# design 1

**Design 1: signal wires on met1**

Scale bar: 100 µm. Cells faint in the background.
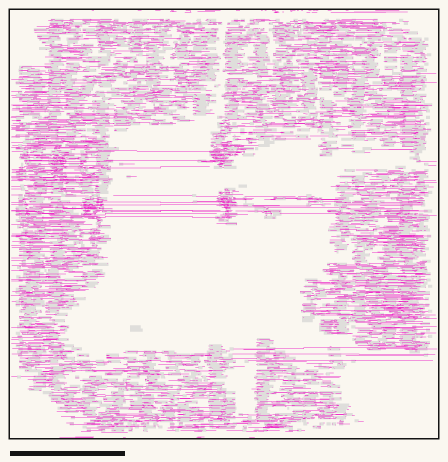

[config.mk]
export PLATFORM = sky130hd
export DESIGN_NAME = multi_output_channel_buffer
export DESIGN_NICKNAME = d
export VERILOG_FILES = /design/src/rtl/multi_output_channel_buffer.sv
export SDC_FILE = /design/constraint.sdc
export NUM_CORES = 1
export LEC_CHECK = 0
export CAP_MARGIN = 40
export CORE_MARGIN = 5
export CORE_UTILIZATION = 30
export CTS_BUF_LIST = sky130_fd_sc_hd__clkbuf_4 sky130_fd_sc_hd__clkbuf_8 sky130_fd_sc_hd__clkbuf_16
export CTS_CLUSTER_SIZE = 14
export DETAILED_ROUTE_END_ITERATION = 7
export PLACE_DENSITY_LB_ADDON = 0.3
export SYNTH_ARGS = -nofsm -noshare
export SYNTH_HDL_FRONTEND = slang
export SYNTH_SLANG_ARGS = --single-unit
[constraint.sdc]
create_clock -name clock -period 6.1 [get_ports clock]
set_clock_uncertainty 0.2 [all_clocks]
set_input_delay 1.525 -clock clock [delete_from_list [all_inputs] [get_ports clock]]
set_output_delay 1.525 -clock clock [all_outputs]
set_load 0.01 [all_outputs]
[src/rtl/multi_output_channel_buffer.sv]
// multi_output_channel_buffer: NUM_CHANNELS independent per-link output FIFOs
// with req/ack toward the router links, almost_full, sticky overflow, flush.
// Optional zero-latency bypass on an empty channel: OUTPUT_CHANNEL_BUFFER_BYPASS_EN.

// One output channel: FIFO storage, pointers, occupancy and overflow flag.
module multi_output_channel_buffer_ch #(
   parameter int PACKET_WIDTH          = 64,
   parameter int FIFO_DEPTH            = 4,
   parameter int ALMOST_FULL_THRESHOLD = 3,
   parameter int CW                    = 3
) (
   input  logic                    clock,
   input  logic                    reset,
   input  logic                    enable,
   input  logic                    flush,
   input  logic                    enqueue,
   input  logic [PACKET_WIDTH-1:0] enqueue_packet,
   output logic                    full,
   output logic                    almost_full,
   output logic [CW-1:0]           count,
   output logic                    overflow,
   input  logic                    overflow_clear,
   output logic                    link_req,
   output logic [PACKET_WIDTH-1:0] link_packet,
   input  logic                    link_ack
);
   localparam int PTRW = $clog2(FIFO_DEPTH);

   logic [PACKET_WIDTH-1:0] mem [FIFO_DEPTH];
   logic [PTRW-1:0]         head, tail;
   logic                    is_empty, act, deq, wr, rd, drop, byp_take;

   assign is_empty    = (count == '0);
   assign full        = (count == CW'(FIFO_DEPTH));
   assign almost_full = (count >= CW'(ALMOST_FULL_THRESHOLD));
   assign act         = enable && !flush;

`ifdef OUTPUT_CHANNEL_BUFFER_BYPASS_EN
   logic byp;
   // empty channel forwards the incoming packet straight to the link
   assign byp         = act && is_empty && enqueue;
   assign link_req    = enable && (!is_empty || byp);
   assign link_packet = byp ? enqueue_packet : mem[head];
   assign byp_take    = byp && link_ack;
`else
   assign link_req    = enable && !is_empty;
   assign link_packet = mem[head];
   assign byp_take    = 1'b0;
`endif

   assign deq  = link_ack && link_req;
   // a full channel still accepts when the head leaves in the same cycle
   assign wr   = act && enqueue && (!full || deq) && !byp_take;
   assign rd   = act && deq && !is_empty;
   assign drop = act && enqueue && full && !deq;

   function automatic logic [PTRW-1:0] ptr_inc(input logic [PTRW-1:0] p);
      return (p == PTRW'(FIFO_DEPTH-1)) ? '0 : p + 1'b1;
   endfunction

   // pointers and occupancy; flush wins over everything but reset
   always_ff @(posedge clock or negedge reset) begin
      if (!reset) begin
         head  <= '0;
         tail  <= '0;
         count <= '0;
      end else if (flush) begin
         head  <= '0;
         tail  <= '0;
         count <= '0;
      end else begin
         if (wr) tail <= ptr_inc(tail);
         if (rd) head <= ptr_inc(head);
         if (wr && !rd)      count <= count + 1'b1;
         else if (rd && !wr) count <= count - 1'b1;
      end
   end

   // packet storage, deliberately not reset
   always_ff @(posedge clock) begin
      if (wr) mem[tail] <= enqueue_packet;
   end

   // sticky overflow; a new drop beats a clear in the same cycle
   always_ff @(posedge clock or negedge reset) begin
      if (!reset)              overflow <= 1'b0;
      else if (drop)           overflow <= 1'b1;
      else if (overflow_clear) overflow <= 1'b0;
   end
endmodule

module multi_output_channel_buffer #(
   parameter int NUM_CHANNELS          = 4,
   parameter int PACKET_WIDTH          = 64,
   parameter int FIFO_DEPTH            = 4,
   parameter int ALMOST_FULL_THRESHOLD = 3,
   localparam int CW                   = $clog2(FIFO_DEPTH) + 1
) (
   input  logic                                 clock,
   input  logic                                 reset,
   input  logic                                 enable,
   input  logic                                 flush,
   input  logic [NUM_CHANNELS-1:0]              enqueue,
   input  logic [NUM_CHANNELS*PACKET_WIDTH-1:0] enqueue_packet,
   output logic [NUM_CHANNELS-1:0]              full,
   output logic [NUM_CHANNELS-1:0]              almost_full,
   output logic [NUM_CHANNELS*CW-1:0]           count,
   output logic [NUM_CHANNELS-1:0]              overflow,
   input  logic [NUM_CHANNELS-1:0]              overflow_clear,
   output logic [NUM_CHANNELS-1:0]              link_req,
   output logic [NUM_CHANNELS*PACKET_WIDTH-1:0] link_packet,
   input  logic [NUM_CHANNELS-1:0]              link_ack,
   output logic                                 quiescent
);
   logic [NUM_CHANNELS-1:0] busy;

   for (genvar g = 0; g < NUM_CHANNELS; g++) begin : g_ch
      multi_output_channel_buffer_ch #(
         .PACKET_WIDTH(PACKET_WIDTH), .FIFO_DEPTH(FIFO_DEPTH),
         .ALMOST_FULL_THRESHOLD(ALMOST_FULL_THRESHOLD), .CW(CW)
      ) u_ch (
         .clock(clock), .reset(reset), .enable(enable), .flush(flush),
         .enqueue(enqueue[g]),
         .enqueue_packet(enqueue_packet[g*PACKET_WIDTH +: PACKET_WIDTH]),
         .full(full[g]), .almost_full(almost_full[g]),
         .count(count[g*CW +: CW]),
         .overflow(overflow[g]), .overflow_clear(overflow_clear[g]),
         .link_req(link_req[g]),
         .link_packet(link_packet[g*PACKET_WIDTH +: PACKET_WIDTH]),
         .link_ack(link_ack[g])
      );
      assign busy[g] = (count[g*CW +: CW] != '0);
   end

   assign quiescent = ~|busy;
endmodule

# design 2

File: config.mk
export PLATFORM = sky130hd
export DESIGN_NAME = systolic_mac_pe
export DESIGN_NICKNAME = d
export VERILOG_FILES = /design/src/rtl/systolic_pkg.sv /design/src/rtl/sat_add.sv /design/src/rtl/systolic_mac_pe.sv
export SDC_FILE = /design/constraint.sdc
export NUM_CORES = 1
export LEC_CHECK = 0
export CORE_ASPECT_RATIO = 1.5
export CORE_UTILIZATION = 30
export DETAILED_ROUTE_END_ITERATION = 7
export SYNTH_ARGS = -nofsm -noshare
export SYNTH_HDL_FRONTEND = slang
export SYNTH_SLANG_ARGS = --single-unit
export TNS_END_PERCENT = 20
File: constraint.sdc
create_clock -name clock -period 10.9 [get_ports clock]
set_input_delay 1.09 -clock clock [delete_from_list [all_inputs] [get_ports clock]]
set_output_delay 1.09 -clock clock [all_outputs]
set_load 0.01 [all_outputs]
File: src/rtl/systolic_pkg.sv
// systolic_pkg: shared FSM state type and saturation bound helpers for the systolic MAC PE.
package systolic_pkg;
    typedef enum logic [1:0] {IDLE, ACCUM, HOLD} state_t;
    localparam int MAX_W = 128;
    function automatic logic [MAX_W-1:0] sat_max(input int w, input bit sgn);
        logic [MAX_W-1:0] one;
        one = 1;
        return sgn ? (one << (w - 1)) - one : (one << w) - one;
    endfunction
    function automatic logic [MAX_W-1:0] sat_min(input int w, input bit sgn);
        logic [MAX_W-1:0] one;
        one = 1;
        return sgn ? one << (w - 1) : '0;
    endfunction
endpackage

File: src/rtl/sat_add.sv
// sat_add: W-bit adder that clamps or wraps on overflow and reports the overflow.
module sat_add
    import systolic_pkg::*;
#(
    parameter int W        = 40,
    parameter int SIGNED   = 1,
    parameter int SATURATE = 1
) (
    input  logic [W-1:0] a,
    input  logic [W-1:0] b,
    output logic [W-1:0] sum,
    output logic         ovf
);
    logic [W:0]   raw;
    logic [W-1:0] mx, mn;
    always_comb begin
        raw = {1'b0, a} + {1'b0, b};
        mx  = W'(sat_max(W, SIGNED != 0));
        mn  = W'(sat_min(W, SIGNED != 0));
        ovf = (SIGNED != 0) ? (a[W-1] == b[W-1]) && (raw[W-1] != a[W-1]) : raw[W];
        sum = !((SATURATE != 0) && ovf) ? raw[W-1:0] : ((SIGNED != 0) && a[W-1]) ? mn : mx;
    end
endmodule

File: src/rtl/systolic_mac_pe.sv
// systolic_mac_pe: systolic-array MAC cell with operand forwarding and a chained result drain.
module systolic_mac_pe
    import systolic_pkg::*;
#(
    parameter int DATA_W   = 16,
    parameter int ACC_W    = 40,
    parameter int SIGNED   = 1,
    parameter int SATURATE = 1
) (
    input  logic              clock,
    input  logic              nreset,
    input  logic [DATA_W-1:0] a_in,
    input  logic [DATA_W-1:0] b_in,
    input  logic              in_valid,
    input  logic              first_in,
    input  logic              last_in,
    output logic [DATA_W-1:0] a_out,
    output logic [DATA_W-1:0] b_out,
    output logic              out_valid,
    output logic              first_out,
    output logic              last_out,
    input  logic [ACC_W-1:0]  drain_in,
    input  logic              drain_in_valid,
    output logic              drain_in_ready,
    output logic [ACC_W-1:0]  drain_out,
    output logic              drain_out_valid,
    input  logic              drain_out_ready,
    output logic              ovf,
    output logic              res_lost
);
    localparam int PW = 2 * DATA_W;
    state_t              state;
    logic signed [PW-1:0] prod_s;
    logic [PW-1:0]       prod_u;
    logic [ACC_W-1:0]    ext_s, ext_u, prod_ext, base, sum, acc, res;
    logic                sum_ovf, res_full, load, res_take, res_free;
    always_comb begin
        prod_s         = $signed(a_in) * $signed(b_in);
        prod_u         = a_in * b_in;
        ext_s          = ACC_W'(prod_s);
        ext_u          = ACC_W'(prod_u);
        prod_ext       = (SIGNED != 0) ? ext_s : ext_u;
        base           = (state != IDLE && !first_in) ? acc : '0;
        load           = !drain_out_valid || drain_out_ready;
        res_take       = load && res_full;
        res_free       = !res_full || res_take;
        drain_in_ready = load && !res_full;
    end
    sat_add #(.W(ACC_W), .SIGNED(SIGNED), .SATURATE(SATURATE)) u_add (
        .a(base), .b(prod_ext), .sum(sum), .ovf(sum_ovf)
    );
    always_ff @(posedge clock) begin
        if (!nreset) begin
            state           <= IDLE;
            acc             <= '0;
            res             <= '0;
            res_full        <= 1'b0;
            a_out           <= '0;
            b_out           <= '0;
            out_valid       <= 1'b0;
            first_out       <= 1'b0;
            last_out        <= 1'b0;
            drain_out       <= '0;
            drain_out_valid <= 1'b0;
            ovf             <= 1'b0;
            res_lost        <= 1'b0;
        end else begin
            a_out     <= a_in;
            b_out     <= b_in;
            out_valid <= in_valid;
            first_out <= first_in;
            last_out  <= last_in;
            if (in_valid) begin
                acc   <= sum;
                ovf   <= ovf | sum_ovf;
                state <= !last_in ? ACCUM : res_free ? HOLD : IDLE;
            end else if (state == HOLD && res_take) begin
                state <= IDLE;
            end
            // A result being drained this cycle frees its slot for a same-cycle final sum.
            if (in_valid && last_in && res_free) begin
                res      <= sum;
                res_full <= 1'b1;
            end else if (res_take) begin
                res_full <= 1'b0;
            end
            if (in_valid && last_in && !res_free)
                res_lost <= 1'b1;
            if (load) begin
                drain_out_valid <= res_full || drain_in_valid;
                if (res_full)
                    drain_out <= res;
                else if (drain_in_valid)
                    drain_out <= drain_in;
            end
        end
    end
endmodule

**Design 1: the metal 4 layer**

Scale bar: 100 µm.
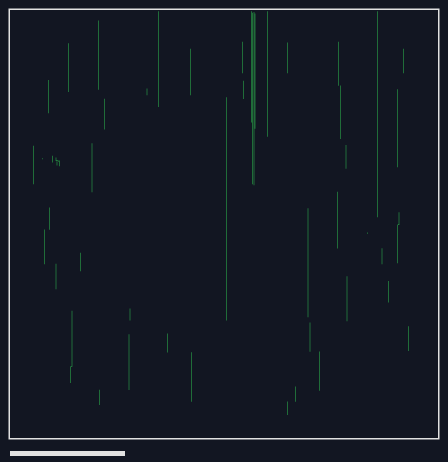
The layer carries 2,270 µm of wire. The longest straight run is 194 µm. The layer holds 2.5% of the routed length. 22 nets have wire on it.

**Design 1: met3 routing**

Scale bar: 100 µm.
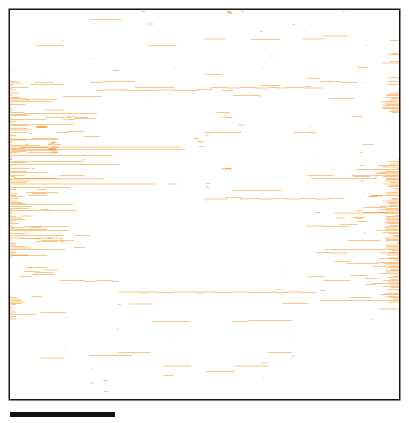
The wires run mostly horizontal. The layer carries 7,050 µm of wire. 353 nets have wire on it. The longest straight run is 167 µm.

## Picture notes: 'signal wires on met1' of design 1
2,367 nets have wire on it. The layer holds 40% of the routed length. The longest straight run is 161 µm. The wires run mostly horizontal.

==> results.sh, design 1 <==
# yosys + openroad results
export IMPL_status="finished, final reports clean"
export IMPL_r2r_end="g_ch[0].u_ch.count[2]"
export IMPL_syn_cell_area_um2=39330
export IMPL_grt_max_degree=65
export IMPL_min_path_cells=2
export IMPL_ys_area_um2=39330
export IMPL_drv_slew=0
export IMPL_seq_share=0.6179
export IMPL_ys_sh_adder=0.008080
export IMPL_ys_cells=1608
export IMPL_tns_ps=0
export IMPL_comb_area_um2=7266
export IMPL_hold_viol_final=0
export IMPL_cap_viol_max_count=0
export IMPL_period_needed_ps=4893
export IMPL_postLayoutCellArea_um2=51100
export IMPL_final_nets=2540
export IMPL_first_iter_violations=1262
export IMPL_async_flop_share=0.03030
export IMPL_postSynthAreaPerCell_um2=24.46
export IMPL_cp_startpoint="g_ch[2].u_ch.head[0]"
export IMPL_drt_met1_wl_mm=36.25
export IMPL_startpoint_type="flop"
export IMPL_grt_met1_usage=0.1616
export IMPL_largest_cell_class="sequential cells"
design 1: Yosys cell counts (all sizes together) (5+ instances only):
master and n:
mux2i 11, a211o 5, and2 22, nor3 8
mux4 256, edfxtp 1024, ha 19, a21oi 11
dfrtp 32, nand2 5, nor2 24, inv 27
buf 69, clkbuf 14
design 1: sequential cells by signal (all words and copies together), names as in the netlist:
signal / flops
g_ch.u_ch.head: 8
g_ch.u_ch.tail: 8
g_ch.u_ch.overflow: 4
g_ch.u_ch.mem: 1024
g_ch.u_ch.count: 12
**Design 2: the metal 2 layer**

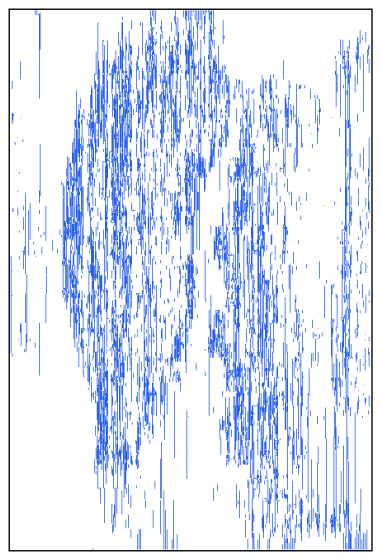
The layer carries 24.7 mm of wire. 2,162 nets have wire on it. The wires run mostly vertical.

**Design 2: clock routing**

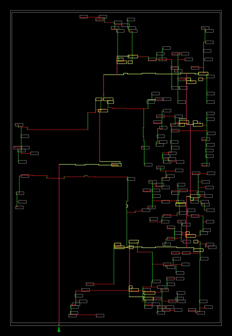
Clock Skews: 28.27 ps
cts bufs inserted: 17
clock latency (worst-skew pair): 490 ps

==> results.sh, design 2 <==
# yosys + openroad results
export IMPL_compound_area_frac=0.1387
export IMPL_grt_first_pass_wirelength_mm=79.03
export IMPL_holdBufCountCts=0
export IMPL_fin_ws_ps=820.4
export IMPL_drc=0
export IMPL_crit_path_max_fanout=30
export IMPL_grt_met3_usage=0.01783
export IMPL_clock_buffers=18
export IMPL_postRouteWirelength_mm=48.44
export IMPL_wl_per_cell_um=16.61
export IMPL_cp_end_kind="flop"
export IMPL_status="finished, final reports clean"
export IMPL_netlist_instances=2011
export IMPL_ys_sh_simple=0.1600
export IMPL_enable_flop_cells=0
export IMPL_top_layer="met4"
export IMPL_grt_overflow_total=0
## design 2: cells in the mapped netlist, types with 5 or more instances
master and n:
inv_1 296, o21a_1 14, a21oi_1 66, a211oi_1 110, nand2_1 164, xnor2_1 55, o21bai_1 10, nor3_1 9
o211ai_1 5, nand3_1 14, o31a_1 6, a31oi_1 18, buf_1 5, and2_1 199, nor2_1 169, dfxtp_1 161
or3_1 5, a22oi_1 31, clkbuf_1 94, nand2b_1 14, mux2i_1 42, fa_1 263, xor2_1 16, ha_1 117
o21ai_0 37, a21o_1 28

